=== mem_lsu ===
==> mem_lsu/registers.png <==
The bar under the picture is 20 µm long. Other sequential cells in the stronger grey, the rest of the logic in the fainter grey.
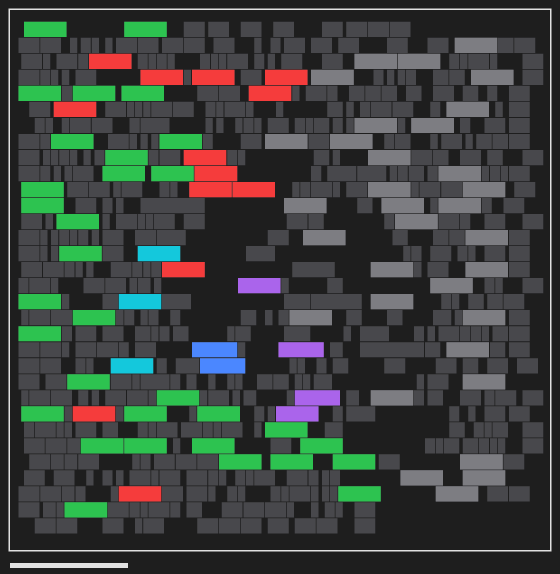
==> mem_lsu/clock_map.png <==
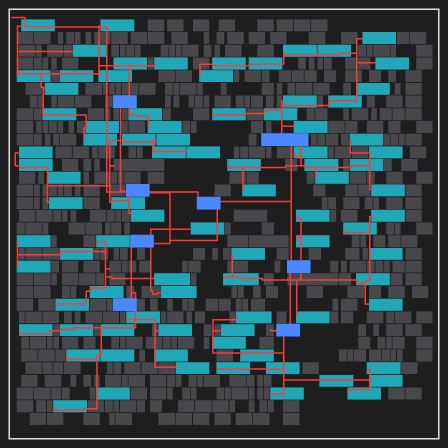
==> mem_lsu/wire_density.png <==
The die is cut into 18 by 18 equal tiles; dark blue is low, red is high, scaled to the fullest tile. Values are wire area over tile area, all layers added.
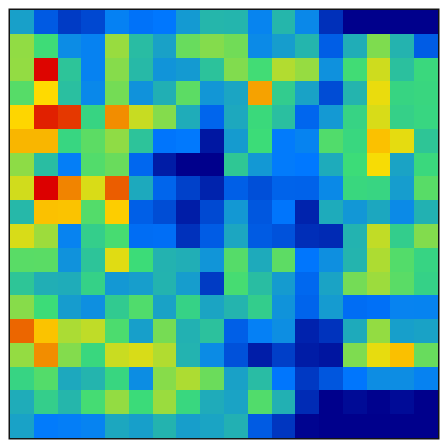
$ cat config.mk
export PLATFORM = sky130hd
export DESIGN_NAME = mem_lsu
export DESIGN_NICKNAME = d
export VERILOG_FILES = /design/src/rtl/mem_lsu_pkg.sv /design/src/rtl/lsu_align_chk.sv /design/src/rtl/mem_lsu.sv
export SDC_FILE = /design/constraint.sdc
export NUM_CORES = 1
export LEC_CHECK = 0
export CAP_MARGIN = 20
export CORE_UTILIZATION = 41
export CTS_CLUSTER_SIZE = 28
export DETAILED_ROUTE_END_ITERATION = 6
export PLACE_DENSITY = 0.85
export SETUP_SLACK_MARGIN = 0.02
export SKIP_LAST_GASP = 1
export SYNTH_ARGS = -nofsm -noshare
export SYNTH_HDL_FRONTEND = slang
export SYNTH_SLANG_ARGS = --single-unit
$ cat constraint.sdc
create_clock -name clk -period 2.6 [get_ports clk]
set_clock_uncertainty 0.1 [all_clocks]
set_input_delay 0.78 -clock clk [delete_from_list [all_inputs] [get_ports clk]]
set_output_delay 0.78 -clock clk [all_outputs]
set_load 0.005 [all_outputs]
$ cat src/rtl/mem_lsu_pkg.sv
// Shared definitions for the MEM-stage load/store unit.
//   - Access select encodings seen on req_sel / dm_sel
//   - LSU FSM state encoding
//   - Data memory byte-address width
package mem_lsu_pkg;

  // Data memory is 8 KB, so its byte address is 13 bits wide.
  localparam int DM_AW = 13;

  localparam logic [2:0] SEL_SB     = 3'b000;
  localparam logic [2:0] SEL_SH     = 3'b001;
  localparam logic [2:0] SEL_W      = 3'b010;
  localparam logic [2:0] SEL_LBU    = 3'b011;
  localparam logic [2:0] SEL_LB     = 3'b100;
  localparam logic [2:0] SEL_LHU    = 3'b101;
  localparam logic [2:0] SEL_LH     = 3'b110;
  // Unused encoding; the memory and the alignment check treat it as a word.
  localparam logic [2:0] SEL_W_ALT  = 3'b111;

  typedef enum logic [1:0] {
    ST_IDLE   = 2'd0,
    ST_ACCESS = 2'd1,
    ST_ERR    = 2'd2,
    ST_RESP   = 2'd3
  } lsu_state_e;

endpackage

$ cat src/rtl/lsu_align_chk.sv
// Combinational access-legality check, shared with the exception unit.
//   sel_i  : access select (mem_lsu_pkg SEL_* encoding)
//   addr_i : full 32-bit byte address
//   err_o  : 1 when the access is out of the data memory range or misaligned
module lsu_align_chk
  import mem_lsu_pkg::*;
(
  input  logic [2:0]  sel_i,
  input  logic [31:0] addr_i,
  output logic        err_o
);

  // NOTE: every signal assigned in an always_comb gets a default first, so
  // no path through the case statement can leave it unassigned (latch).
  always_comb begin
    err_o = |addr_i[31:DM_AW];
    case (sel_i)
      SEL_SH, SEL_LHU, SEL_LH: if (addr_i[0])      err_o = 1'b1;
      SEL_W, SEL_W_ALT:        if (|addr_i[1:0])   err_o = 1'b1;
      default: ;  // byte accesses can never be misaligned
    endcase
  end

endmodule

$ cat src/rtl/mem_lsu.sv
// MEM-stage load/store initiator driving the 8 KB data memory port.
// Accepts one access at a time over req_valid/req_ready, rejects illegal
// accesses without touching memory, holds the access on the port for
// 1+WAIT_CYCLES cycles, and returns one resp_valid pulse per request.
//   clk, rst            : clock, synchronous active-high reset
//   req_*               : pipeline request (valid/ready, we, sel, addr, wdata)
//   resp_valid/err/rdata: one-cycle completion pulse with status and load data
//   dm_wr/sel/addr/din  : data memory port (latched request fields)
//   dm_dout             : data memory read data (combinational, pre-extended)
module mem_lsu
  import mem_lsu_pkg::*;
#(
  parameter int unsigned WAIT_CYCLES = 0
) (
  input  logic             clk,
  input  logic             rst,
  input  logic             req_valid,
  output logic             req_ready,
  input  logic             req_we,
  input  logic [2:0]       req_sel,
  input  logic [31:0]      req_addr,
  input  logic [31:0]      req_wdata,
  output logic             resp_valid,
  output logic             resp_err,
  output logic [31:0]      resp_rdata,
  output logic             dm_wr,
  output logic [2:0]       dm_sel,
  output logic [DM_AW-1:0] dm_addr,
  output logic [31:0]      dm_din,
  input  logic [31:0]      dm_dout
);

  // Equality compare on a 4-bit counter: legal WAIT_CYCLES (0..15) never wrap.
  localparam logic [3:0] WAIT_LAST = 4'(WAIT_CYCLES);

  lsu_state_e       state_q, state_d;
  logic [3:0]       cnt_q, cnt_d;
  logic             we_q;
  logic [2:0]       sel_q;
  logic [DM_AW-1:0] addr_q;
  logic [31:0]      wdata_q;
  logic [31:0]      rdata_q, rdata_d;
  logic             req_err;
  logic             accept;
  logic             access_done;

  lsu_align_chk u_align_chk (
    .sel_i  (req_sel),
    .addr_i (req_addr),
    .err_o  (req_err)
  );

  assign accept      = (state_q == ST_IDLE) && req_valid;
  assign access_done = (state_q == ST_ACCESS) && (cnt_q == WAIT_LAST);

  // Next-state logic.
  always_comb begin
    state_d = state_q;
    case (state_q)
      ST_IDLE:   if (req_valid) state_d = req_err ? ST_ERR : ST_ACCESS;
      ST_ACCESS: if (cnt_q == WAIT_LAST) state_d = ST_RESP;
      ST_ERR:    state_d = ST_IDLE;
      ST_RESP:   state_d = ST_IDLE;
      default:   state_d = ST_IDLE;
    endcase
  end

  // Wait counter runs only while the access sits on the port.
  always_comb begin
    cnt_d = 4'd0;
    if (state_q == ST_ACCESS) cnt_d = cnt_q + 4'd1;
  end

  // Load result is cleared on accept so rejected requests and stores
  // report zero, and captured at the last ACCESS cycle.
  always_comb begin
    rdata_d = rdata_q;
    if (accept)           rdata_d = 32'd0;
    else if (access_done) rdata_d = we_q ? 32'd0 : dm_dout;
  end

  // State and datapath registers.
  // NOTE: sequential state uses non-blocking assignments only, so every
  // register samples the pre-edge values regardless of statement order.
  always_ff @(posedge clk) begin
    if (rst) begin
      state_q <= ST_IDLE;
      cnt_q   <= 4'd0;
      we_q    <= 1'b0;
      sel_q   <= 3'd0;
      addr_q  <= '0;
      wdata_q <= 32'd0;
      rdata_q <= 32'd0;
    end else begin
      state_q <= state_d;
      cnt_q   <= cnt_d;
      rdata_q <= rdata_d;
      if (accept) begin
        we_q    <= req_we;
        sel_q   <= req_sel;
        addr_q  <= req_addr[DM_AW-1:0];
        wdata_q <= req_wdata;
      end
    end
  end

  // Outputs. The store strobe is limited to the first ACCESS cycle so a
  // long wait does not rewrite memory; ERR never reaches ACCESS.
  always_comb begin
    req_ready  = (state_q == ST_IDLE) && !rst;
    resp_valid = (state_q == ST_RESP) || (state_q == ST_ERR);
    resp_err   = (state_q == ST_ERR);
    dm_wr      = (state_q == ST_ACCESS) && (cnt_q == 4'd0) && we_q;
  end

  assign resp_rdata = rdata_q;
  assign dm_sel     = sel_q;
  assign dm_addr    = addr_q;
  assign dm_din     = wdata_q;

endmodule
==> out/metrics.cfg <==
[global_routing]
gr-total-overflow=0
grt_use_met2_pct=40.4
grt.busiest_layer=met2

[logic_synthesis]
top_area_cell=dfxtp_1
top_area_share_pct=52.8

[final_layout]
fin_util_pct=69.5
lay_top_cells=clkdlybuf4s50_1 (184), nand2_1 (135), dfxtp_1 (83)
stdcell_area_um2=5400

[min_path]
min_from=resp_rdata[24]$_SDFFE_PP0N_

[sta]
setup_ws_ns=0.170

[detailed_routing]
vias=3344

[power_and_ir_drop]
power_frac_comb_pct=14.4
leakage_nw=1.90
power.net_switching_mw=0.629

[worst_setup_path]
reg2reg_from=cnt_q[0]$_SDFF_PP0_
critPathLaunch=rst

[status]
outcome=finished, final reports clean

About mem_lsu/registers.png:
- `dm_sel`: cyan (sequential cells 3)
- `dm_din`: green (sequential cells 32)
- `state_q`: blue (sequential cells 2)
- `dm_addr`: red (sequential cells 13)
- `cnt_q`: purple (sequential cells 4)

About mem_lsu/clock_map.png:
- cells driving clock nets: blue (count 9)
- flip-flops: cyan (count 87)
- clock wires: red (length 950 µm)
- flops lie: spread over the die
- routed clock nets: 10

About mem_lsu/wire_density.png:
- fullest tile: 0.48
- nearly empty tiles: 4.6%
- tiles over half the peak: 29%
- mean over tiles: 0.19


=== seg7_scan_driver ===
==> seg7_scan_driver/wire_density.png <==
The die is cut into 18 by 18 equal tiles; dark blue is low, red is high, scaled to the fullest tile. Values are wire area over tile area, all layers added.
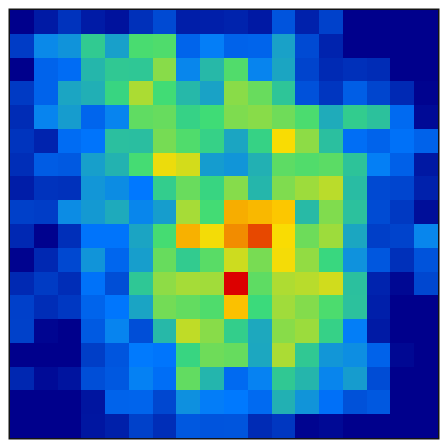
==> seg7_scan_driver/final_placement.png <==
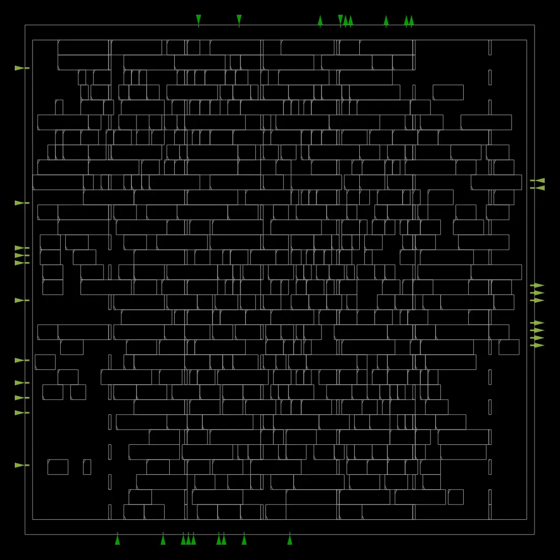
$ cat config.mk
export PLATFORM = sky130hd
export DESIGN_NAME = seg7_scan_driver
export DESIGN_NICKNAME = d
export VERILOG_FILES = /design/src/rtl/seg7_scan_driver.sv
export SDC_FILE = /design/constraint.sdc
export NUM_CORES = 1
export LEC_CHECK = 0
export ABC_AREA = 0
export CAP_MARGIN = 20
export CORE_UTILIZATION = 55
export CTS_BUF_LIST = sky130_fd_sc_hd__clkbuf_16
export CTS_CLUSTER_SIZE = 16
export DETAILED_ROUTE_END_ITERATION = 8
export PLACE_DENSITY = 0.85
export SYNTH_ARGS = -nofsm -noshare
export SYNTH_HDL_FRONTEND = slang
export SYNTH_SLANG_ARGS = --single-unit
$ cat constraint.sdc
create_clock -name clk -period 3.5 [get_ports clk]
set_input_delay 0.7 -clock clk [delete_from_list [all_inputs] [get_ports clk]]
set_output_delay 0.7 -clock clk [all_outputs]
set_load 0.02 [all_outputs]
$ cat src/rtl/seg7_scan_driver.sv
// Time-multiplexed 7-segment driver: double-buffered digit codes, per-digit decode
// with leading-zero blanking, one digit per refresh slot, registered pin outputs.
module seg7_scan_driver #(
  parameter int DIGITS      = 4,
  parameter int REFRESH_DIV = 50000,
  parameter int BLANK_CYC   = 2,
  parameter int HEX_EN      = 1,
  parameter int SEG_ACT_LOW = 1,
  parameter int AN_ACT_LOW  = 1
) (
  input  logic                  clk,
  input  logic                  rst,
  input  logic                  en,
  input  logic                  load,
  input  logic [4*DIGITS-1:0]   bcd_in,
  input  logic [DIGITS-1:0]     dp_in,
  input  logic                  blank_lz,
  output logic [6:0]            seg,
  output logic                  dp,
  output logic [DIGITS-1:0]     an,
  output logic                  frame_done
);
  localparam int PW = (REFRESH_DIV > 1) ? $clog2(REFRESH_DIV) : 1;
  localparam int IW = $clog2(DIGITS);
  localparam logic [6:0]        SEG_OFF = (SEG_ACT_LOW != 0) ? 7'h7F : 7'h00;
  localparam logic              DP_OFF  = (SEG_ACT_LOW != 0);
  localparam logic [DIGITS-1:0] AN_OFF  = (AN_ACT_LOW != 0) ? '1 : '0;

  function automatic logic [6:0] decode(input logic [3:0] code);
    logic [6:0] s;
    case (code)
      4'h0: s = 7'h7E;  4'h1: s = 7'h30;  4'h2: s = 7'h6D;  4'h3: s = 7'h79;
      4'h4: s = 7'h33;  4'h5: s = 7'h5B;  4'h6: s = 7'h5F;  4'h7: s = 7'h70;
      4'h8: s = 7'h7F;  4'h9: s = 7'h7B;  4'hA: s = 7'h77;  4'hB: s = 7'h1F;
      4'hC: s = 7'h4E;  4'hD: s = 7'h3D;  4'hE: s = 7'h4F;  default: s = 7'h47;
    endcase
    if (code > 4'd9 && HEX_EN == 0) s = 7'h00;
    return s;
  endfunction

  logic [PW-1:0]              presc;
  logic [IW-1:0]              idx;
  logic                       en_d;
  logic [DIGITS-1:0][3:0]     pend_code, act_code, src_code;
  logic [DIGITS-1:0]          pend_dp, act_dp, src_dp, lz_blank, lane_dp;
  logic [DIGITS-1:0][6:0]     lane_seg;
  logic                       lz_run, slot_end, frame_end, in_blank;
  logic [DIGITS-1:0]          cur_an;

  assign slot_end  = (presc == PW'(REFRESH_DIV - 1));
  assign frame_end = slot_end && (idx == IW'(DIGITS - 1));
  assign in_blank  = int'(presc) < BLANK_CYC;

  // On the first enabled cycle the copy into act_* is still in flight, so show pending directly.
  assign src_code = en_d ? act_code : pend_code;
  assign src_dp   = en_d ? act_dp   : pend_dp;

  // A zero run from the top digit down; a set dp breaks the run at that digit.
  always_comb begin
    lz_blank = '0;
    lz_run   = 1'b1;
    for (int k = DIGITS - 1; k > 0; k--) begin
      lz_run      = lz_run && (src_code[k] == 4'd0) && !src_dp[k];
      lz_blank[k] = blank_lz && lz_run;
    end
  end

  genvar i;
  generate
    for (i = 0; i < DIGITS; i++) begin : g_lane
      assign lane_seg[i] = lz_blank[i] ? 7'h00 : decode(src_code[i]);
      assign lane_dp[i]  = src_dp[i] && !lz_blank[i];
    end
  endgenerate

  assign cur_an = in_blank ? '0 : (DIGITS'(1) << idx);

  always_ff @(posedge clk or posedge rst) begin
    if (rst) begin
      presc      <= '0;
      idx        <= '0;
      en_d       <= 1'b0;
      pend_code  <= '0;
      pend_dp    <= '0;
      act_code   <= '0;
      act_dp     <= '0;
      seg        <= SEG_OFF;
      dp         <= DP_OFF;
      an         <= AN_OFF;
      frame_done <= 1'b0;
    end else begin
      en_d <= en;
      if (load) begin
        pend_code <= bcd_in;
        pend_dp   <= dp_in;
      end
      // Copy samples pending before this cycle's load, so a coincident load waits a frame.
      if (en && (!en_d || frame_end)) begin
        act_code <= pend_code;
        act_dp   <= pend_dp;
      end
      frame_done <= en && frame_end;
      if (!en) begin
        presc <= '0;
        idx   <= '0;
        seg   <= SEG_OFF;
        dp    <= DP_OFF;
        an    <= AN_OFF;
      end else begin
        presc <= slot_end ? '0 : presc + 1'b1;
        if (slot_end) idx <= (idx == IW'(DIGITS - 1)) ? '0 : idx + 1'b1;
        seg <= lane_seg[idx] ^ SEG_OFF;
        dp  <= lane_dp[idx] ^ DP_OFF;
        an  <= cur_an ^ AN_OFF;
      end
    end
  end
endmodule

==> out/metrics.cfg <==
[status]
outcome=finished, final reports clean

[die]
core_area_um2=7810
nWellTaps=102
fp_util_pct=57.7

[sta]
setup_ws_ns=0.363
slew_headroom_pct=42.9

[final_layout]
largest_class=combinational gates
buffer_area_share_pct=8.31
comb_cells=302

[worst_setup_path]
worst_path_most_repeated_cell=mux2i_1
endpoint_kind=flop

[place]
hpwlAfterDp_um=6820

[logic_synthesis]
ys_sh_aoi_pct=12.8
ys_warn_count=0
ys_seq_share_pct=40.3
synth_nets=463
topCellsByArea=dfrtp_1 (33%), ha_1 (8.1%), dfstp_2 (7.0%)

[global_routing]
grt.total_usage_pct=24.9
met3_usage_pct=5.99
grt_use_met2_pct=39.4

[power_and_ir_drop]
internal-power_mw=1.81

## Picture notes: seg7_scan_driver/wire_density.png
- tiles over half the peak: 23%
- densest ninth of the die: middle
- emptiest ninth of the die: bottom left
- mean over tiles: 0.18
- fullest tile: 0.62
- nearly empty tiles: 13%

## Picture notes: seg7_scan_driver/final_placement.png
post-route insts no fill: 556
flip-flops: 72
num rows: 32
Util after Layout: 67.5%


=== data_island_packetizer_flat ===
[src/rtl/data_island_packetizer_pkg.sv]
// Shared definitions for the data-island packetizer.
// The package holds the BCH generator constant, the packet geometry, the state
// enum, and the subpacket bundle type used by the interface and the datapath.
package data_island_packetizer_pkg;

    // BCH generator G(x) = 1 + x^6 + x^7 + x^8 in right-shift (LSB-first) form.
    localparam logic [7:0] BchPoly = 8'h83;

    localparam int unsigned NumSlices = 32;
    localparam int unsigned HdrWidth  = 24;
    localparam int unsigned SubWidth  = 56;
    localparam int unsigned NumSub    = 4;

    localparam logic [4:0] LastSlice = 5'(NumSlices - 1);
    // Header data is emitted 1 bit per slice; subpacket data 2 bits per slice.
    localparam logic [4:0] HdrSlices = 5'(HdrWidth);
    localparam logic [4:0] SubSlices = 5'(SubWidth / 2);

    typedef logic [NumSub-1:0][SubWidth-1:0] sub_blk_t;

    typedef enum logic {
        StIdle,
        StSend
    } state_t;

endpackage

[src/rtl/data_island_packetizer_if.sv]
// Packet request / slice output bundle for the data-island packetizer.
//   start, header, sub : request side, sampled only when start && ready
//   ready              : packetizer can accept a packet this cycle
//   packet_valid/last  : packet_data carries a slice / the slice is number 31
//   packet_data        : 9-bit data-island slice
// master = requester, slave = packetizer.
interface data_island_packetizer_if;
    import data_island_packetizer_pkg::*;

    logic                start;
    logic                ready;
    logic [HdrWidth-1:0] header;
    sub_blk_t            sub;
    logic                packet_valid;
    logic                packet_last;
    logic [8:0]          packet_data;

    modport master (
        output start, header, sub,
        input  ready, packet_valid, packet_last, packet_data
    );

    modport slave (
        input  start, header, sub,
        output ready, packet_valid, packet_last, packet_data
    );

endinterface

[src/rtl/bch_ecc_step.sv]
// Combinational BCH LFSR advance by Bits data bits (1 or 2), LSB first.
//   ecc_in  : current remainder
//   data_in : data bits, data_in[0] is processed first
//   ecc_out : remainder after all Bits steps
module bch_ecc_step
    import data_island_packetizer_pkg::*;
#(
    parameter int unsigned Bits = 1
) (
    input  logic [7:0]      ecc_in,
    input  logic [Bits-1:0] data_in,
    output logic [7:0]      ecc_out
);

    always_comb begin
        logic [7:0] e;
        logic       fb;
        e = ecc_in;
        for (int unsigned b = 0; b < Bits; b++) begin
            fb = e[0] ^ data_in[b];
            e  = (e >> 1) ^ (fb ? BchPoly : 8'h00);
        end
        ecc_out = e;
    end

endmodule

[src/rtl/data_island_packetizer.sv]
// Data-island packetizer: latches a 24-bit header and four 56-bit subpackets on
// accept and emits them as 32 registered 9-bit slices, appending BCH ECC bytes
// that are computed serially while the data bits go out.
//   clk_pixel : pixel clock
//   reset     : asynchronous, active-high
//   bus       : request/slice bundle (slave side)
// ZERO_WHEN_IDLE: 1 = packet_data reads 0 while packet_valid is low, 0 = hold.
module data_island_packetizer
    import data_island_packetizer_pkg::*;
#(
    parameter logic ZERO_WHEN_IDLE = 1'b1
) (
    input logic                      clk_pixel,
    input logic                      reset,
    data_island_packetizer_if.slave  bus
);

    state_t                       state_q, state_d;
    logic [4:0]                   count_q, count_d;
    logic [HdrWidth-1:0]          hdr_q, hdr_d;
    sub_blk_t                     sub_q, sub_d;
    logic [7:0]                   hdr_ecc_q, hdr_ecc_d;
    logic [NumSub-1:0][7:0]       sub_ecc_q, sub_ecc_d;
    logic                         valid_q, valid_d;
    logic                         last_q, last_d;
    logic [8:0]                   data_q, data_d;

    logic                         ready;
    logic                         accept;
    logic [4:0]                   next_slice;
    logic [4:0]                   hdr_idx;
    logic [5:0]                   sub_idx;
    logic [HdrWidth-1:0]          hdr_src;
    sub_blk_t                     sub_src;
    logic [7:0]                   hdr_ecc_src;
    logic [NumSub-1:0][7:0]       sub_ecc_src;
    logic                         hdr_bit;
    logic [NumSub-1:0][1:0]       sub_bits;
    logic [7:0]                   hdr_ecc_nxt;
    logic [NumSub-1:0][7:0]       sub_ecc_nxt;

    // On accept, slice 0 is built straight from the inputs so it is registered on
    // the accept edge; afterwards everything comes from the latched copy.
    always_comb begin
        ready       = (state_q == StIdle) || (count_q == LastSlice);
        accept      = bus.start && ready;
        hdr_src     = accept ? bus.header : hdr_q;
        sub_src     = accept ? bus.sub : sub_q;
        hdr_ecc_src = accept ? 8'h00 : hdr_ecc_q;
        sub_ecc_src = accept ? '0 : sub_ecc_q;
        next_slice  = accept ? 5'd0 : count_q + 5'd1;
        // Clamp indices during ECC slices; the data bits are unused there.
        hdr_idx     = (next_slice < HdrSlices) ? next_slice : 5'd0;
        sub_idx     = (next_slice < SubSlices) ? {next_slice, 1'b0} : 6'd0;
        hdr_bit     = hdr_src[hdr_idx];
        for (int k = 0; k < int'(NumSub); k++) begin
            sub_bits[k] = sub_src[k][sub_idx +: 2];
        end
    end

    bch_ecc_step #(
        .Bits (1)
    ) u_hdr_step (
        .ecc_in  (hdr_ecc_src),
        .data_in (hdr_bit),
        .ecc_out (hdr_ecc_nxt)
    );

    for (genvar g = 0; g < int'(NumSub); g++) begin : g_sub_step
        bch_ecc_step #(
            .Bits (2)
        ) u_sub_step (
            .ecc_in  (sub_ecc_src[g]),
            .data_in (sub_bits[g]),
            .ecc_out (sub_ecc_nxt[g])
        );
    end

    always_comb begin
        state_d   = state_q;
        count_d   = count_q;
        hdr_d     = hdr_q;
        sub_d     = sub_q;
        hdr_ecc_d = hdr_ecc_q;
        sub_ecc_d = sub_ecc_q;
        valid_d   = 1'b0;
        last_d    = 1'b0;
        data_d    = ZERO_WHEN_IDLE ? 9'h000 : data_q;

        if (accept) begin
            hdr_d = bus.header;
            sub_d = bus.sub;
        end

        if (accept || (state_q == StSend && count_q != LastSlice)) begin
            state_d = StSend;
            count_d = next_slice;
            valid_d = 1'b1;
            last_d  = (next_slice == LastSlice);

            // Header: data bits 0..23, then the final remainder bits 0..7.
            if (next_slice < HdrSlices) begin
                data_d[0] = hdr_bit;
                hdr_ecc_d = hdr_ecc_nxt;
            end else begin
                data_d[0] = hdr_ecc_src[next_slice[2:0]];
            end

            // Subpackets: bit pairs 0..55, then remainder pairs at slices 28..31.
            for (int k = 0; k < int'(NumSub); k++) begin
                if (next_slice < SubSlices) begin
                    data_d[1+k]  = sub_bits[k][0];
                    data_d[5+k]  = sub_bits[k][1];
                    sub_ecc_d[k] = sub_ecc_nxt[k];
                end else begin
                    data_d[1+k] = sub_ecc_src[k][{next_slice[1:0], 1'b0}];
                    data_d[5+k] = sub_ecc_src[k][{next_slice[1:0], 1'b1}];
                end
            end
        end else begin
            state_d = StIdle;
            count_d = 5'd0;
        end
    end

    always_ff @(posedge clk_pixel or posedge reset) begin
        if (reset) begin
            state_q   <= StIdle;
            count_q   <= 5'd0;
            hdr_q     <= '0;
            sub_q     <= '0;
            hdr_ecc_q <= 8'h00;
            sub_ecc_q <= '0;
            valid_q   <= 1'b0;
            last_q    <= 1'b0;
            data_q    <= 9'h000;
        end else begin
            state_q   <= state_d;
            count_q   <= count_d;
            hdr_q     <= hdr_d;
            sub_q     <= sub_d;
            hdr_ecc_q <= hdr_ecc_d;
            sub_ecc_q <= sub_ecc_d;
            valid_q   <= valid_d;
            last_q    <= last_d;
            data_q    <= data_d;
        end
    end

    assign bus.ready        = ready;
    assign bus.packet_valid = valid_q;
    assign bus.packet_last  = last_q;
    assign bus.packet_data  = data_q;

endmodule

[src/flat_wrapper.sv]
// flat-port wrapper written by rule: the top's interface ports become plain ports
module data_island_packetizer_flat import data_island_packetizer_pkg::*;
#(
    parameter logic ZERO_WHEN_IDLE = 1'b1
)
  (clk_pixel, reset, bus_start, bus_header, bus_sub, bus_ready, bus_packet_valid, bus_packet_last, bus_packet_data);
  data_island_packetizer_if bus_i ();
  input logic clk_pixel;
  input logic reset;
  input wire logic [$bits(bus_i.start)-1:0] bus_start;
  input wire logic [$bits(bus_i.header)-1:0] bus_header;
  input wire logic [$bits(bus_i.sub)-1:0] bus_sub;
  output wire logic [$bits(bus_i.ready)-1:0] bus_ready;
  output wire logic [$bits(bus_i.packet_valid)-1:0] bus_packet_valid;
  output wire logic [$bits(bus_i.packet_last)-1:0] bus_packet_last;
  output wire logic [$bits(bus_i.packet_data)-1:0] bus_packet_data;
  assign bus_i.start = bus_start;
  assign bus_i.header = bus_header;
  assign bus_i.sub = bus_sub;
  assign bus_ready = bus_i.ready;
  assign bus_packet_valid = bus_i.packet_valid;
  assign bus_packet_last = bus_i.packet_last;
  assign bus_packet_data = bus_i.packet_data;
  data_island_packetizer #(.ZERO_WHEN_IDLE(ZERO_WHEN_IDLE)) u_core (.clk_pixel(clk_pixel), .reset(reset), .bus(bus_i));
endmodule
[config.mk]
export PLATFORM = sky130hd
export DESIGN_NAME = data_island_packetizer_flat
export DESIGN_NICKNAME = d
export VERILOG_FILES = /design/src/rtl/data_island_packetizer_pkg.sv /design/src/rtl/data_island_packetizer_if.sv /design/src/rtl/bch_ecc_step.sv /design/src/rtl/data_island_packetizer.sv /design/src/flat_wrapper.sv
export SDC_FILE = /design/constraint.sdc
export NUM_CORES = 1
export LEC_CHECK = 0
export ABC_CLOCK_PERIOD_IN_PS = 15800
export CAP_MARGIN = 20
export CORE_MARGIN = 2
export CORE_UTILIZATION = 55
export DETAILED_ROUTE_END_ITERATION = 10
export GPL_TIMING_DRIVEN = 0
export PLACE_DENSITY = 0.9
export SETUP_SLACK_MARGIN = 0.1
export SKIP_CTS_REPAIR_TIMING = 1
export SLEW_MARGIN = 30
export SYNTH_ARGS = -nofsm -noshare
export SYNTH_HDL_FRONTEND = slang
export SYNTH_SLANG_ARGS = --single-unit
[constraint.sdc]
create_clock -name clk_pixel -period 15.8 [get_ports clk_pixel]
set_clock_uncertainty 0.15 [all_clocks]
set_input_delay 1.58 -clock clk_pixel [delete_from_list [all_inputs] [get_ports clk_pixel]]
set_output_delay 1.58 -clock clk_pixel [all_outputs]
set_load 0.005 [all_outputs]
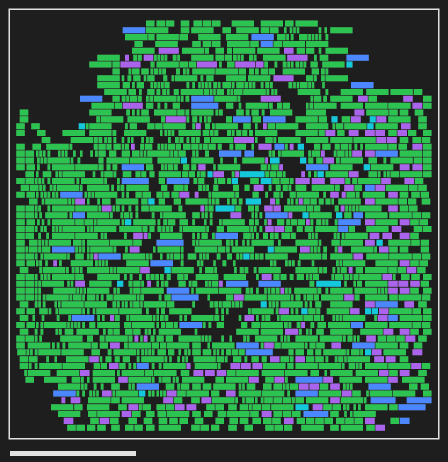
(data_island_packetizer_flat/drive_strength.png)
The bar under the picture is 50 µm long.
- drive 2: purple (cells 175)
- drive 6 and up: blue (cells 53)
- drive 1 or less: green (cells 1601)
- drive 3 to 4: cyan (cells 34)

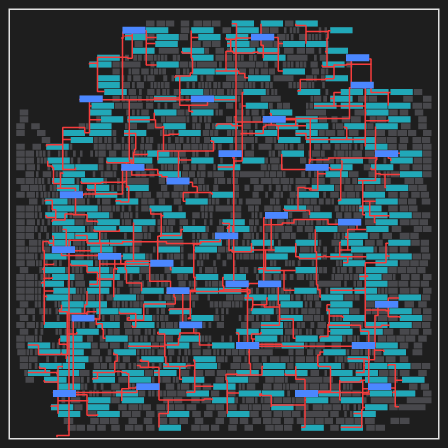
(data_island_packetizer_flat/clock_map.png)
- clock wires: red (length 3590 µm)
- flip-flops: cyan (count 304)
- cells driving clock nets: blue (count 31)
- routed clock nets: 32

==> out/metrics.cfg <==
[logic_synthesis]
ys_warn_count=0
async_reset_ff_share_pct=100
top_area_share_pct=50.3
avgSynthCellArea_um2=9.84
ys_cells=1539
synth-adder-area-share_pct=0.165
ys_ff=304

[die]
core_area_um2=27000
fp_util_pct=56.2

[detailed_routing]
vias=14086
drtIter0Drc=1944

[clocking]
clock-root-buffer=clkbuf_16

[global_routing]
use_met1_pct=49.7

[sta]
rsz0062_at_grt=false
timing.fmax_mhz=175

[final_layout]
nNonClkInverters=9

[status]
outcome=finished, final reports clean


=== alu_share_arbiter ===
==> alu_share_arbiter/drive_strength.png <==
The bar under the picture is 50 µm long.
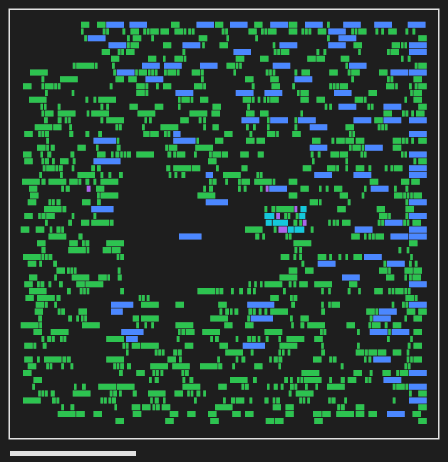
==> alu_share_arbiter/clock_map.png <==
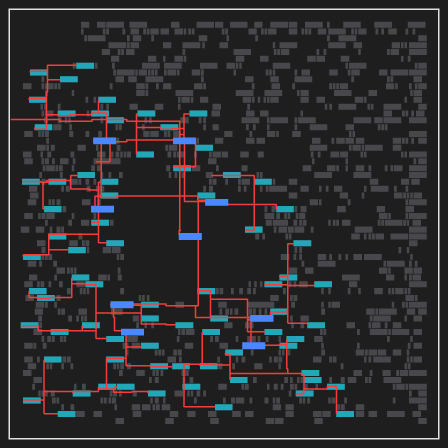
==> alu_share_arbiter/final_placement.png <==
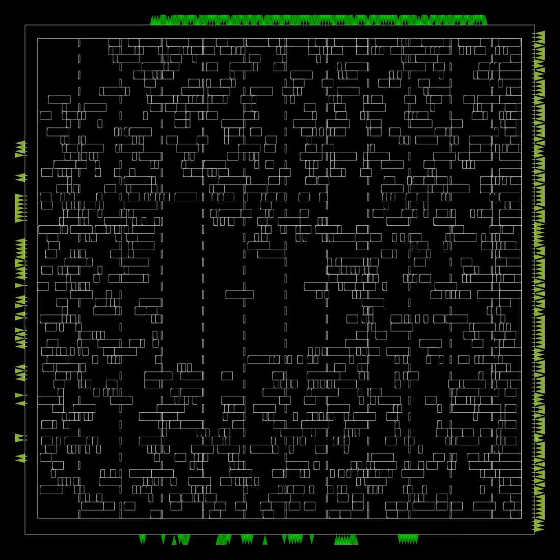
[config.mk]
export PLATFORM = sky130hd
export DESIGN_NAME = alu_share_arbiter
export DESIGN_NICKNAME = d
export VERILOG_FILES = /design/src/rtl/alu_share_arbiter.sv
export SDC_FILE = /design/constraint.sdc
export NUM_CORES = 1
export LEC_CHECK = 0
export ABC_AREA = 1
export CAP_MARGIN = 20
export CELL_PAD_IN_SITES_DETAIL_PLACEMENT = 0
export CELL_PAD_IN_SITES_GLOBAL_PLACEMENT = 2
export CORE_MARGIN = 4
export CORE_UTILIZATION = 15
export DETAILED_ROUTE_END_ITERATION = 8
export PLACE_DENSITY_LB_ADDON = 0.1
export RECOVER_POWER = 25
export SYNTH_ARGS = -nofsm -noshare
export SYNTH_HDL_FRONTEND = slang
export SYNTH_SLANG_ARGS = --single-unit
export TNS_END_PERCENT = 50
[constraint.sdc]
create_clock -name clk -period 3.95 [get_ports clk]
set_clock_uncertainty 0.15 [all_clocks]
set_input_delay 0.79 -clock clk [delete_from_list [all_inputs] [get_ports clk]]
set_output_delay 0.79 -clock clk [all_outputs]
set_load 0.1 [all_outputs]
[src/rtl/alu_share_arbiter.sv]
// alu_share_arbiter
//   Shares one combinational MIPS ALU between two requesters using
//   round-robin arbitration. Each requester has a valid/ready request
//   channel and a one-entry registered response slot. A request accepted
//   in cycle N produces its response in cycle N+1.
//
// Ports
//   clk, rst                 rising-edge clock, synchronous active-high reset
//   rN_valid/rN_ready        request handshake for requester N (0 or 1)
//   rN_a/b/oper/sign/tag     request fields; tag is returned with the result
//   rN_rsp_valid/rsp_ready   response handshake for requester N
//   rN_rsp_result/rsp_tag    registered ALU result and its tag
//   alu_a/b/oper/sign        operands to the shared ALU (zero when idle)
//   alu_result               combinational result from the shared ALU
//
// Handshake semantics: a transfer happens on a rising edge where both
// valid and ready are high. A requester holds valid and all fields stable
// until ready is seen. ready is combinational and may depend on valid. A
// response is consumed on an edge where rsp_valid and rsp_ready are both
// high; the slot may refill on that same edge.
module alu_share_arbiter #(
  parameter int TAG_W = 4
) (
  input  logic             clk,
  input  logic             rst,
  input  logic             r0_valid,
  output logic             r0_ready,
  input  logic [31:0]      r0_a,
  input  logic [31:0]      r0_b,
  input  logic [3:0]       r0_oper,
  input  logic             r0_sign,
  input  logic [TAG_W-1:0] r0_tag,
  output logic             r0_rsp_valid,
  input  logic             r0_rsp_ready,
  output logic [31:0]      r0_rsp_result,
  output logic [TAG_W-1:0] r0_rsp_tag,
  input  logic             r1_valid,
  output logic             r1_ready,
  input  logic [31:0]      r1_a,
  input  logic [31:0]      r1_b,
  input  logic [3:0]       r1_oper,
  input  logic             r1_sign,
  input  logic [TAG_W-1:0] r1_tag,
  output logic             r1_rsp_valid,
  input  logic             r1_rsp_ready,
  output logic [31:0]      r1_rsp_result,
  output logic [TAG_W-1:0] r1_rsp_tag,
  output logic [31:0]      alu_a,
  output logic [31:0]      alu_b,
  output logic [3:0]       alu_oper,
  output logic             alu_sign,
  input  logic [31:0]      alu_result
);

  // last_gnt = 1 means requester 1 was granted most recently, so
  // requester 0 wins the next tie (this is the reset value).
  logic last_gnt;
  logic slot_free0, slot_free1;
  logic elig0, elig1;
  logic gnt0, gnt1;

  // A slot being drained this cycle can accept a new result on the same edge.
  assign slot_free0 = ~r0_rsp_valid | r0_rsp_ready;
  assign slot_free1 = ~r1_rsp_valid | r1_rsp_ready;

  assign elig0 = r0_valid & slot_free0 & ~rst;
  assign elig1 = r1_valid & slot_free1 & ~rst;

  assign gnt0 = elig0 & (~elig1 | last_gnt);
  assign gnt1 = elig1 & (~elig0 | ~last_gnt);

  assign r0_ready = gnt0;
  assign r1_ready = gnt1;

  always_comb begin
    alu_a    = '0;
    alu_b    = '0;
    alu_oper = '0;
    alu_sign = 1'b0;
    if (gnt0) begin
      alu_a    = r0_a;
      alu_b    = r0_b;
      alu_oper = r0_oper;
      alu_sign = r0_sign;
    end else if (gnt1) begin
      alu_a    = r1_a;
      alu_b    = r1_b;
      alu_oper = r1_oper;
      alu_sign = r1_sign;
    end
  end

  always_ff @(posedge clk) begin
    if (rst) begin
      last_gnt <= 1'b1;
    end else if (gnt0) begin
      last_gnt <= 1'b0;
    end else if (gnt1) begin
      last_gnt <= 1'b1;
    end
  end

  always_ff @(posedge clk) begin
    if (rst) begin
      r0_rsp_valid  <= 1'b0;
      r0_rsp_result <= '0;
      r0_rsp_tag    <= '0;
    end else if (gnt0) begin
      r0_rsp_valid  <= 1'b1;
      r0_rsp_result <= alu_result;
      r0_rsp_tag    <= r0_tag;
    end else if (r0_rsp_ready) begin
      r0_rsp_valid  <= 1'b0;
    end
  end

  always_ff @(posedge clk) begin
    if (rst) begin
      r1_rsp_valid  <= 1'b0;
      r1_rsp_result <= '0;
      r1_rsp_tag    <= '0;
    end else if (gnt1) begin
      r1_rsp_valid  <= 1'b1;
      r1_rsp_result <= alu_result;
      r1_rsp_tag    <= r1_tag;
    end else if (r1_rsp_ready) begin
      r1_rsp_valid  <= 1'b0;
    end
  end

endmodule

==> out/metrics.cfg <==
[sta]
period_minus_slack_ns=3.60
slew_headroom_pct=-1.69
slew_violations=72

[worst_setup_path]
crit_path_cell_trace=dlygate4sd3_1, inv_2, nand2_1, nor2_4, nand2_1, clkinv_2, buf_12, nand2_1, nand2_1, buf_12
crit_family=buffers and inverters

[logic_synthesis]
synth_dominant_cell_count=nand2_1

[final_layout]
drive_above_1_share_pct=10.5
nNonClkInverters=44

[power_and_ir_drop]
p_clk_share_pct=27.8
power.net_switching_mw=1.47

[status]
violations=capacitance limit, slew limit
outcome=finished, violations left

[run]
maxCapViolCount=1

[place]
hpwlAfterDp_um=16400

[die]
die_x_um=170
boundaryPins=329

[min_path]
hold_end=r1_rsp_result[30]$_SDFFE_PP0P_

## Picture notes: alu_share_arbiter/drive_strength.png
- drive 1 or less: green (cells 882)
- drive 2: purple (cells 6)
- drive 6 and up: blue (cells 90)
- drive 3 to 4: cyan (cells 7)

## Picture notes: alu_share_arbiter/clock_map.png
- clock wires: red (length 1370 µm)
- flip-flops: cyan (count 75)
- cells driving clock nets: blue (count 9)
- routed clock nets: 10

## Picture notes: alu_share_arbiter/final_placement.png
num rows: 59
post-route insts no fill: 1323
flip-flops: 75
tapcells inserted: 335


=== input_command_scheduler ===
<file path="config.mk">
export PLATFORM = sky130hd
export DESIGN_NAME = input_command_scheduler
export DESIGN_NICKNAME = d
export VERILOG_FILES = /design/src/rtl/input_command_scheduler_pkg.sv /design/src/rtl/rr_arbiter.sv /design/src/rtl/input_command_scheduler.sv
export SDC_FILE = /design/constraint.sdc
export NUM_CORES = 1
export LEC_CHECK = 0
export CORE_MARGIN = 8
export CORE_UTILIZATION = 40
export DETAILED_ROUTE_END_ITERATION = 7
export DONT_BUFFER_PORTS = 1
export SYNTH_ARGS = -nofsm -noshare
export SYNTH_HDL_FRONTEND = slang
export SYNTH_SLANG_ARGS = --single-unit
</file>
<file path="constraint.sdc">
create_clock -name clk_36MHz -period 2.1 [get_ports clk_36MHz]
set_input_delay 0.315 -clock clk_36MHz [delete_from_list [all_inputs] [get_ports clk_36MHz]]
set_output_delay 0.315 -clock clk_36MHz [all_outputs]
set_load 0.01 [all_outputs]
</file>
<file path="src/rtl/input_command_scheduler_pkg.sv">
// ============================================================================
// Module   : input_command_scheduler_pkg
// Brief    : Shared state encodings, command ids and clog2 helper for the
//            input command scheduler.
// Revision : 1.0 - initial release
// ============================================================================
`default_nettype none

package input_command_scheduler_pkg;

    typedef enum logic {
        IDLE  = 1'b0,
        OFFER = 1'b1
    } state_t;

    localparam int CMD_FIRE  = 0;
    localparam int CMD_LEFT  = 1;
    localparam int CMD_RIGHT = 2;

    // Never returns less than 1 so that every derived vector has a legal width.
    function automatic int clog2(input int value);
        int result;
        result = 0;
        for (int i = 0; i < 31; i++) begin
            if ((1 << result) < value) begin
                result = result + 1;
            end
        end
        if (result == 0) begin
            result = 1;
        end
        return result;
    endfunction

endpackage

`default_nettype wire

</file>
<file path="src/rtl/rr_arbiter.sv">
// ============================================================================
// Module   : rr_arbiter
// Brief    : Combinational round-robin pick; search starts at ptr and wraps.
// Revision : 1.0 - initial release
// ============================================================================
`default_nettype none

module rr_arbiter
    import input_command_scheduler_pkg::*;
#(
    parameter int N_REQ = 3,
    parameter int PTR_W = 2
) (
    input  logic [N_REQ-1:0] req,
    input  logic [PTR_W-1:0] ptr,
    output logic [PTR_W-1:0] gnt_id,
    output logic             any
);

    // Walk from the farthest offset back to ptr so the closest request wins.
    always_comb begin : p_pick
        logic [PTR_W-1:0] idx;
        gnt_id = '0;
        idx    = '0;
        for (int k = N_REQ - 1; k >= 0; k--) begin
            idx = PTR_W'((int'(ptr) + k) % N_REQ);
            if (req[idx]) begin
                gnt_id = idx;
            end
        end
    end

    assign any = |req;

endmodule

`default_nettype wire

</file>
<file path="src/rtl/input_command_scheduler.sv">
// ============================================================================
// Module   : input_command_scheduler
// Brief    : Captures debounced button pulses as pending requests and shares
//            one valid/ready command channel via round-robin, with FIRE
//            cooldown. Optional auto-repeat under macro HOLD_REPEAT_EN.
// Revision : 1.0 - initial release
// ============================================================================
`default_nettype none

module input_command_scheduler
    import input_command_scheduler_pkg::*;
#(
    parameter int N_BTN           = 3,
    parameter int FIRE_ID         = CMD_FIRE,
    parameter int COOLDOWN_CYCLES = 18_000_000,
    parameter int REPEAT_CYCLES   = 3_600_000
) (
    input  logic                      clk_36MHz,
    input  logic                      reset,
    input  logic                      enable,
    input  logic [N_BTN-1:0]          btn_pulse,
    input  logic [N_BTN-1:0]          btn_level,
    output logic                      cmd_valid,
    input  logic                      cmd_ready,
    output logic [clog2(N_BTN)-1:0]   cmd_id,
    output logic [N_BTN-1:0]          overrun
);

    localparam int ID_W = clog2(N_BTN);

    state_t             r_state;
    state_t             w_state_next;
    logic [N_BTN-1:0]   r_pending;
    logic [N_BTN-1:0]   r_overrun;
    logic [N_BTN-1:0]   w_pending_next;
    logic [N_BTN-1:0]   w_overrun_next;
    logic [N_BTN-1:0]   w_accept_vec;
    logic [N_BTN-1:0]   w_req;
    logic [N_BTN-1:0]   w_rep_fire;
    logic [N_BTN-1:0]   w_eligible;
    logic [ID_W-1:0]    r_cmd_id;
    logic [ID_W-1:0]    r_rr_ptr;
    logic [ID_W-1:0]    w_gnt_id;
    logic               w_any;
    logic               w_accept;
    logic               w_load_grant;
    logic               w_fire_block;

    assign w_accept = (r_state == OFFER) && cmd_ready;

    for (genvar i = 0; i < N_BTN; i++) begin : g_chan
        assign w_accept_vec[i] = w_accept && (r_cmd_id == ID_W'(i));
        assign w_eligible[i]   = r_pending[i] && !((i == FIRE_ID) && w_fire_block);
    end

    if (COOLDOWN_CYCLES > 0) begin : g_cooldown
        localparam int CD_W = clog2(COOLDOWN_CYCLES + 1);
        logic [CD_W-1:0] r_cooldown_cnt;

        always_ff @(posedge clk_36MHz) begin
            if (reset) begin
                r_cooldown_cnt <= '0;
            end else if (w_accept_vec[FIRE_ID]) begin
                r_cooldown_cnt <= CD_W'(COOLDOWN_CYCLES - 1);
            end else if (r_cooldown_cnt != '0) begin
                r_cooldown_cnt <= r_cooldown_cnt - CD_W'(1);
            end
        end

        assign w_fire_block = (r_cooldown_cnt != '0);
    end else begin : g_no_cooldown
        assign w_fire_block = 1'b0;
    end

`ifdef HOLD_REPEAT_EN
    localparam int RP_W = clog2(REPEAT_CYCLES + 1);

    for (genvar i = 0; i < N_BTN; i++) begin : g_repeat
        logic [RP_W-1:0] r_rep_cnt;
        logic            w_rep_hit;

        assign w_rep_hit     = (r_rep_cnt == RP_W'(REPEAT_CYCLES - 1));
        assign w_rep_fire[i] = btn_level[i] && !w_accept_vec[i] && w_rep_hit;

        always_ff @(posedge clk_36MHz) begin
            if (reset || !btn_level[i] || w_accept_vec[i] || w_rep_hit) begin
                r_rep_cnt <= '0;
            end else begin
                r_rep_cnt <= r_rep_cnt + RP_W'(1);
            end
        end
    end
`else
    logic w_unused_level;
    assign w_unused_level = ^btn_level ^ REPEAT_CYCLES[0];
    assign w_rep_fire     = '0;
`endif

    // An accept and a new pulse in the same cycle re-arm the channel silently.
    assign w_req          = btn_pulse | w_rep_fire;
    assign w_pending_next = (r_pending & ~w_accept_vec) | w_req;
    assign w_overrun_next = w_req & r_pending & ~w_accept_vec;

    rr_arbiter #(
        .N_REQ (N_BTN),
        .PTR_W (ID_W)
    ) u_rr_arbiter (
        .req    (w_eligible),
        .ptr    (r_rr_ptr),
        .gnt_id (w_gnt_id),
        .any    (w_any)
    );

    always_comb begin
        w_state_next = r_state;
        w_load_grant = 1'b0;
        case (r_state)
            IDLE: begin
                if (enable && w_any) begin
                    w_state_next = OFFER;
                    w_load_grant = 1'b1;
                end
            end
            OFFER: begin
                if (cmd_ready) begin
                    w_state_next = IDLE;
                end
            end
            default: w_state_next = IDLE;
        endcase
    end

    always_ff @(posedge clk_36MHz) begin
        if (reset) begin
            r_state   <= IDLE;
            r_pending <= '0;
            r_overrun <= '0;
            r_cmd_id  <= '0;
            r_rr_ptr  <= '0;
        end else begin
            r_state   <= w_state_next;
            r_pending <= w_pending_next;
            r_overrun <= w_overrun_next;
            if (w_load_grant) begin
                r_cmd_id <= w_gnt_id;
            end
            if (w_accept) begin
                r_rr_ptr <= (r_cmd_id == ID_W'(N_BTN - 1)) ? '0 : r_cmd_id + ID_W'(1);
            end
        end
    end

    assign cmd_valid = (r_state == OFFER);
    assign cmd_id    = r_cmd_id;
    assign overrun   = r_overrun;

endmodule

`default_nettype wire

</file>
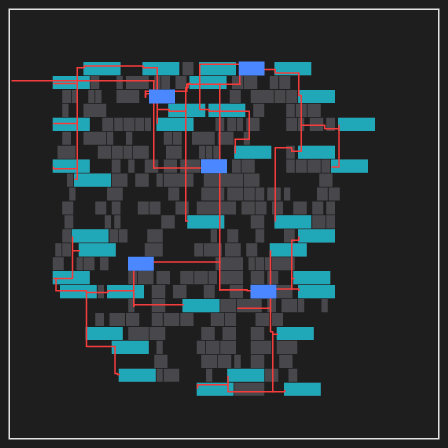
(input_command_scheduler/clock_map.png)
- cells driving clock nets: blue (count 5)
- flip-flops: cyan (count 36)
- clock wires: red (length 499 µm)
- routed clock nets: 6

==> out/metrics.cfg <==
[logic_synthesis]
flop_cell=dfxtp_1
synth-adder-area-share_pct=4.12
ys_sh_simple_pct=24.0
top_area_share_pct=39.5
async_reset_ff_share_pct=0
xor_share_pct=5.28
avgSynthCellArea_um2=8.76

[detailed_routing]
final_antenna_net_count=0

[worst_setup_path]
reg2reg_from=g_cooldown.r_cooldown_cnt[13]$_SDFFE_PP0P_
critPathLaunch=g_cooldown.r_cooldown_cnt[13]$_SDFFE_PP0P_
timing.rr.end=g_cooldown.r_cooldown_cnt[19]$_SDFFE_PP0P_

[final_layout]
sh_comb_area_pct=50.6
stdcell_area_um2=2150
nClkBuffers=8

[global_routing]
grt.busiest_layer=met2
grt_max_degree=26
grt_use_met2_pct=18.2

[clocking]
clk_pin_slew_ns=0.07
ctsResizeCount=0

[min_path]
hp-class=primary input to flop

[sta]
whs_ns=0.0852

[power_and_ir_drop]
power.net_switching_mw=1.68
powerClk_mw=0.508
switching_share_pct=42.5

[die]
die_x_um=83.5

[status]
outcome=finished, final reports clean


=== bit_plotter_trigger ===
==> src/rtl/bit_plotter_trigger.sv <==
// Trigger front end for the bit plotter: synchronises probe and arm button,
// debounces the button, and sequences clear/arm/start with capture-window status.
module bit_plotter_trigger #(
    parameter int DEBOUNCE_BITS = 16,
    parameter int CAPTURE_BITS  = 27
) (
    input  logic       clk,
    input  logic       reset,
    input  logic       probeIn,
    input  logic       armButton,
    input  logic [1:0] mode,
    output logic       start,
    output logic       clear,
    output logic       bitOut,
    output logic       armed,
    output logic       busy,
    output logic       done
);
    typedef enum logic [2:0] {IDLE, CLEARING, ARMED, RUNNING, DONE} state_t;

    state_t                   state;
    logic                     p1, p2, p3;
    logic                     b1, b2, stable, rel_seen;
    logic [1:0]               sync_vld;
    logic [DEBOUNCE_BITS-1:0] dcnt;
    logic [CAPTURE_BITS-1:0]  ccnt;
    logic                     rise, fall, trig, accept, press;

    assign bitOut = p3;
    assign rise   = p2 & ~p3;
    assign fall   = ~p2 & p3;

    always_comb begin
        trig = 1'b0;
        case (mode)
            2'd0:    trig = rise;
            2'd1:    trig = fall;
            2'd2:    trig = rise | fall;
            default: trig = 1'b1;
        endcase
    end

    always_ff @(posedge clk or posedge reset) begin
        if (reset) begin
            p1 <= 1'b0;
            p2 <= 1'b0;
            p3 <= 1'b0;
        end else begin
            p1 <= probeIn;
            p2 <= p1;
            p3 <= p2;
        end
    end

    // A button held through reset must be seen released (once the synchroniser
    // holds real data) before its next rising acceptance counts as a press.
    assign accept = (b2 != stable) && (&dcnt);
    assign press  = accept && b2 && rel_seen;

    always_ff @(posedge clk or posedge reset) begin
        if (reset) begin
            b1       <= 1'b0;
            b2       <= 1'b0;
            stable   <= 1'b0;
            rel_seen <= 1'b0;
            sync_vld <= 2'b00;
            dcnt     <= '0;
        end else begin
            b1       <= armButton;
            b2       <= b1;
            sync_vld <= {sync_vld[0], 1'b1};
            if (sync_vld[1] && !b2)
                rel_seen <= 1'b1;
            if (b2 == stable)
                dcnt <= '0;
            else if (&dcnt) begin
                stable <= b2;
                dcnt   <= '0;
            end else
                dcnt <= dcnt + 1'b1;
        end
    end

    always_ff @(posedge clk or posedge reset) begin
        if (reset) begin
            state <= IDLE;
            ccnt  <= '0;
            start <= 1'b0;
            clear <= 1'b0;
            armed <= 1'b0;
            busy  <= 1'b0;
            done  <= 1'b0;
        end else if (press) begin
            state <= CLEARING;
            start <= 1'b0;
            clear <= 1'b1;
            armed <= 1'b0;
            busy  <= 1'b0;
            done  <= 1'b0;
        end else begin
            start <= 1'b0;
            clear <= 1'b0;
            case (state)
                IDLE: ;
                CLEARING: begin
                    state <= ARMED;
                    armed <= 1'b1;
                end
                ARMED: if (trig) begin
                    state <= RUNNING;
                    armed <= 1'b0;
                    busy  <= 1'b1;
                    start <= 1'b1;
                    ccnt  <= '0;
                end
                RUNNING: if (&ccnt) begin
                    state <= DONE;
                    busy  <= 1'b0;
                    done  <= 1'b1;
                end else
                    ccnt <= ccnt + 1'b1;
                DONE: ;
                default: begin
                    state <= IDLE;
                    armed <= 1'b0;
                    busy  <= 1'b0;
                    done  <= 1'b0;
                end
            endcase
        end
    end
endmodule

==> config.mk <==
export PLATFORM = sky130hd
export DESIGN_NAME = bit_plotter_trigger
export DESIGN_NICKNAME = d
export VERILOG_FILES = /design/src/rtl/bit_plotter_trigger.sv
export SDC_FILE = /design/constraint.sdc
export NUM_CORES = 1
export LEC_CHECK = 0
export CAP_MARGIN = 15
export CORE_MARGIN = 1
export CORE_UTILIZATION = 55
export DETAILED_ROUTE_END_ITERATION = 8
export PLACE_DENSITY_LB_ADDON = 0.2
export RECOVER_POWER = 100
export SYNTH_ARGS = -nofsm -noshare
export SYNTH_HDL_FRONTEND = slang
export SYNTH_SLANG_ARGS = --single-unit
export TNS_END_PERCENT = 100
==> constraint.sdc <==
create_clock -name clk -period 3.6 [get_ports clk]
set_input_delay 0.36 -clock clk [delete_from_list [all_inputs] [get_ports clk]]
set_output_delay 0.36 -clock clk [all_outputs]
set_load 0.02 [all_outputs]
==> out/metrics.cfg <==
[status]
outcome=finished, final reports clean

[final_layout]
fin_util_pct=64.8
buffer_area_share_pct=3.75
sh_comb_area_pct=42.3
largest_reg_flops=27
stdcell_count=395
ff_count=60
comb_cells=226
nNonClkBuffers=14
flop_area_um2=1500

[global_routing]
grt_use_met2_pct=35.1
grt_pass1_vias=2280
met3_usage_pct=5.03

[logic_synthesis]
synth.top_cells.by_count=dfrtp_1 (60), a21oi_1 (26), nor2_1 (24), nand2_1 (16), nand4_1 (15)
flop_cell=dfrtp_1
syn_area_um2=3040

[run]
tool_warnings=27

[detailed_routing]
vias=2405

[sta]
finalClockSkew_ns=0.00685
finalSetupViolCount=0
slew_headroom_pct=2.56

[place]
place.gp.congestion=0.793

[worst_setup_path]
critPathLaunch=dcnt[0]$_DFF_PP0_
crit_family=simple AND/OR/NAND/NOR gates

[clocking]
clock_path_buffers=2
clk_latency_ns=0.33

[power_and_ir_drop]
powerClk_mw=0.593
p_clk_share_pct=40.4

[die]
core_area_um2=5200

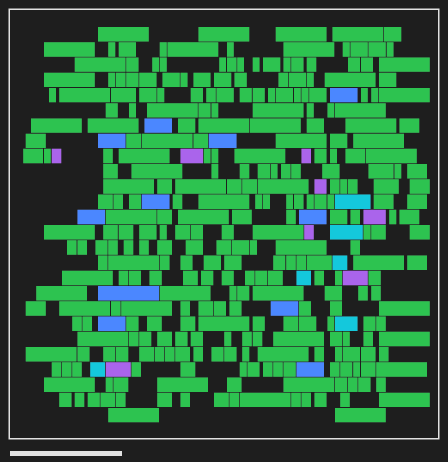
(bit_plotter_trigger/drive_strength.png)
The bar under the picture is 20 µm long.
- drive 3 to 4: cyan (cells 6)
- drive 1 or less: green (cells 300)
- drive 6 and up: blue (cells 11)
- drive 2: purple (cells 8)

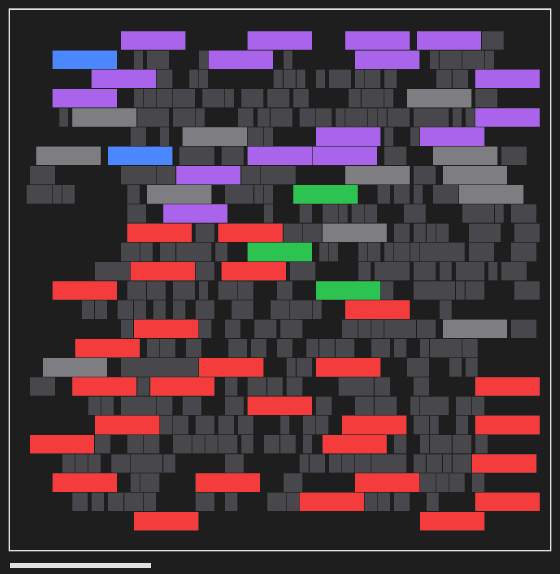
(bit_plotter_trigger/registers.png)
The bar under the picture is 20 µm long. Other sequential cells in the stronger grey, the rest of the logic in the fainter grey.
- `sync_vld`: blue (sequential cells 2)
- `state`: green (sequential cells 3)
- `dcnt`: purple (sequential cells 16)
- `ccnt`: red (sequential cells 27)
- not coloured: 12



## Gallery

Register map, names as in the netlist.
panel A
The bar under the picture is 20 µm long. Other sequential cells in the stronger grey, the rest of the logic in the fainter grey.
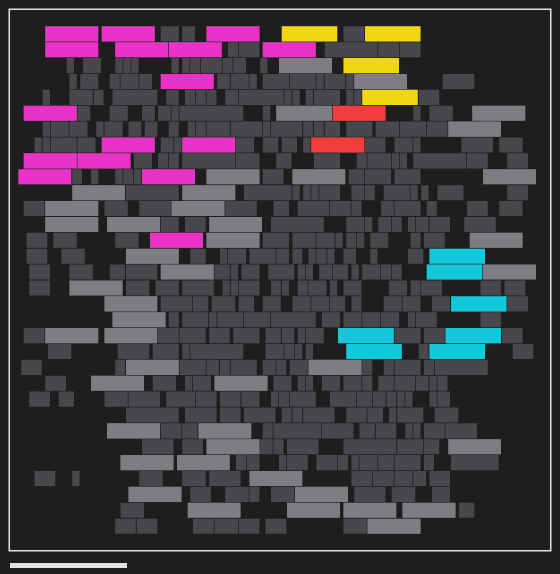
panel B
The bar under the picture is 50 µm long. Other sequential cells in the stronger grey, the rest of the logic in the fainter grey.
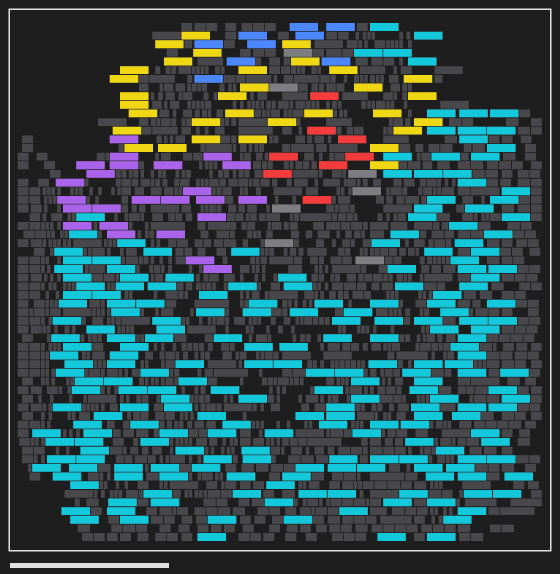
panel C
The bar under the picture is 20 µm long. Other sequential cells in the stronger grey, the rest of the logic in the fainter grey.
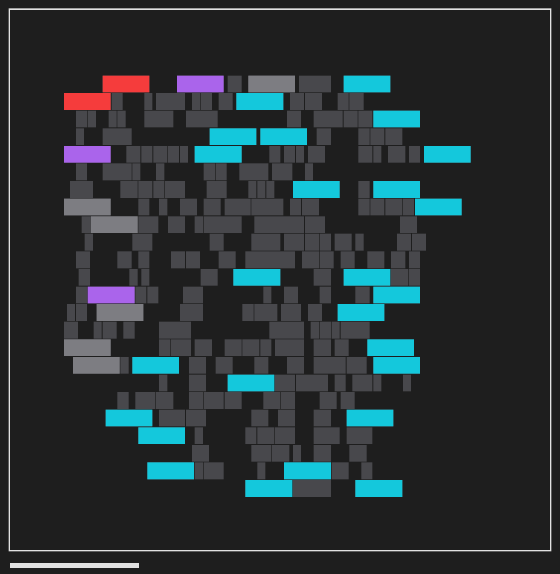
panel D
The bar under the picture is 50 µm long. Other sequential cells in the stronger grey, the rest of the logic in the fainter grey.
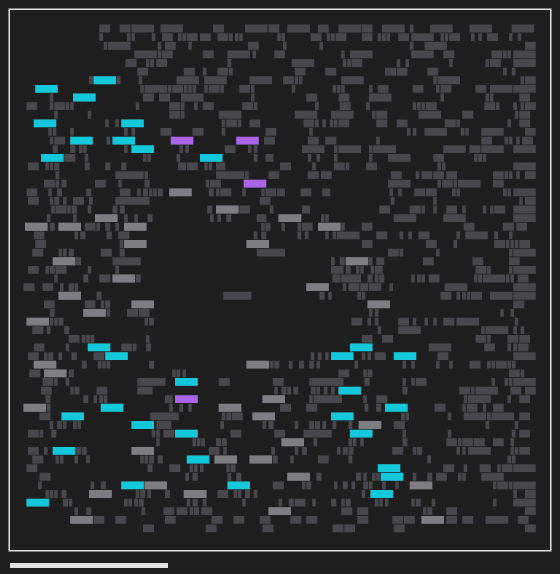
- panel B = data_island_packetizer_flat
- panel D = alu_share_arbiter
- panel C = input_command_scheduler
- panel A = seg7_scan_driver
- fewest cells: panel C

Key to panel D:
- `r1_rsp_result`: cyan (sequential cells 32; where spread over the die)
- `r1_rsp_tag`: purple (sequential cells 4)

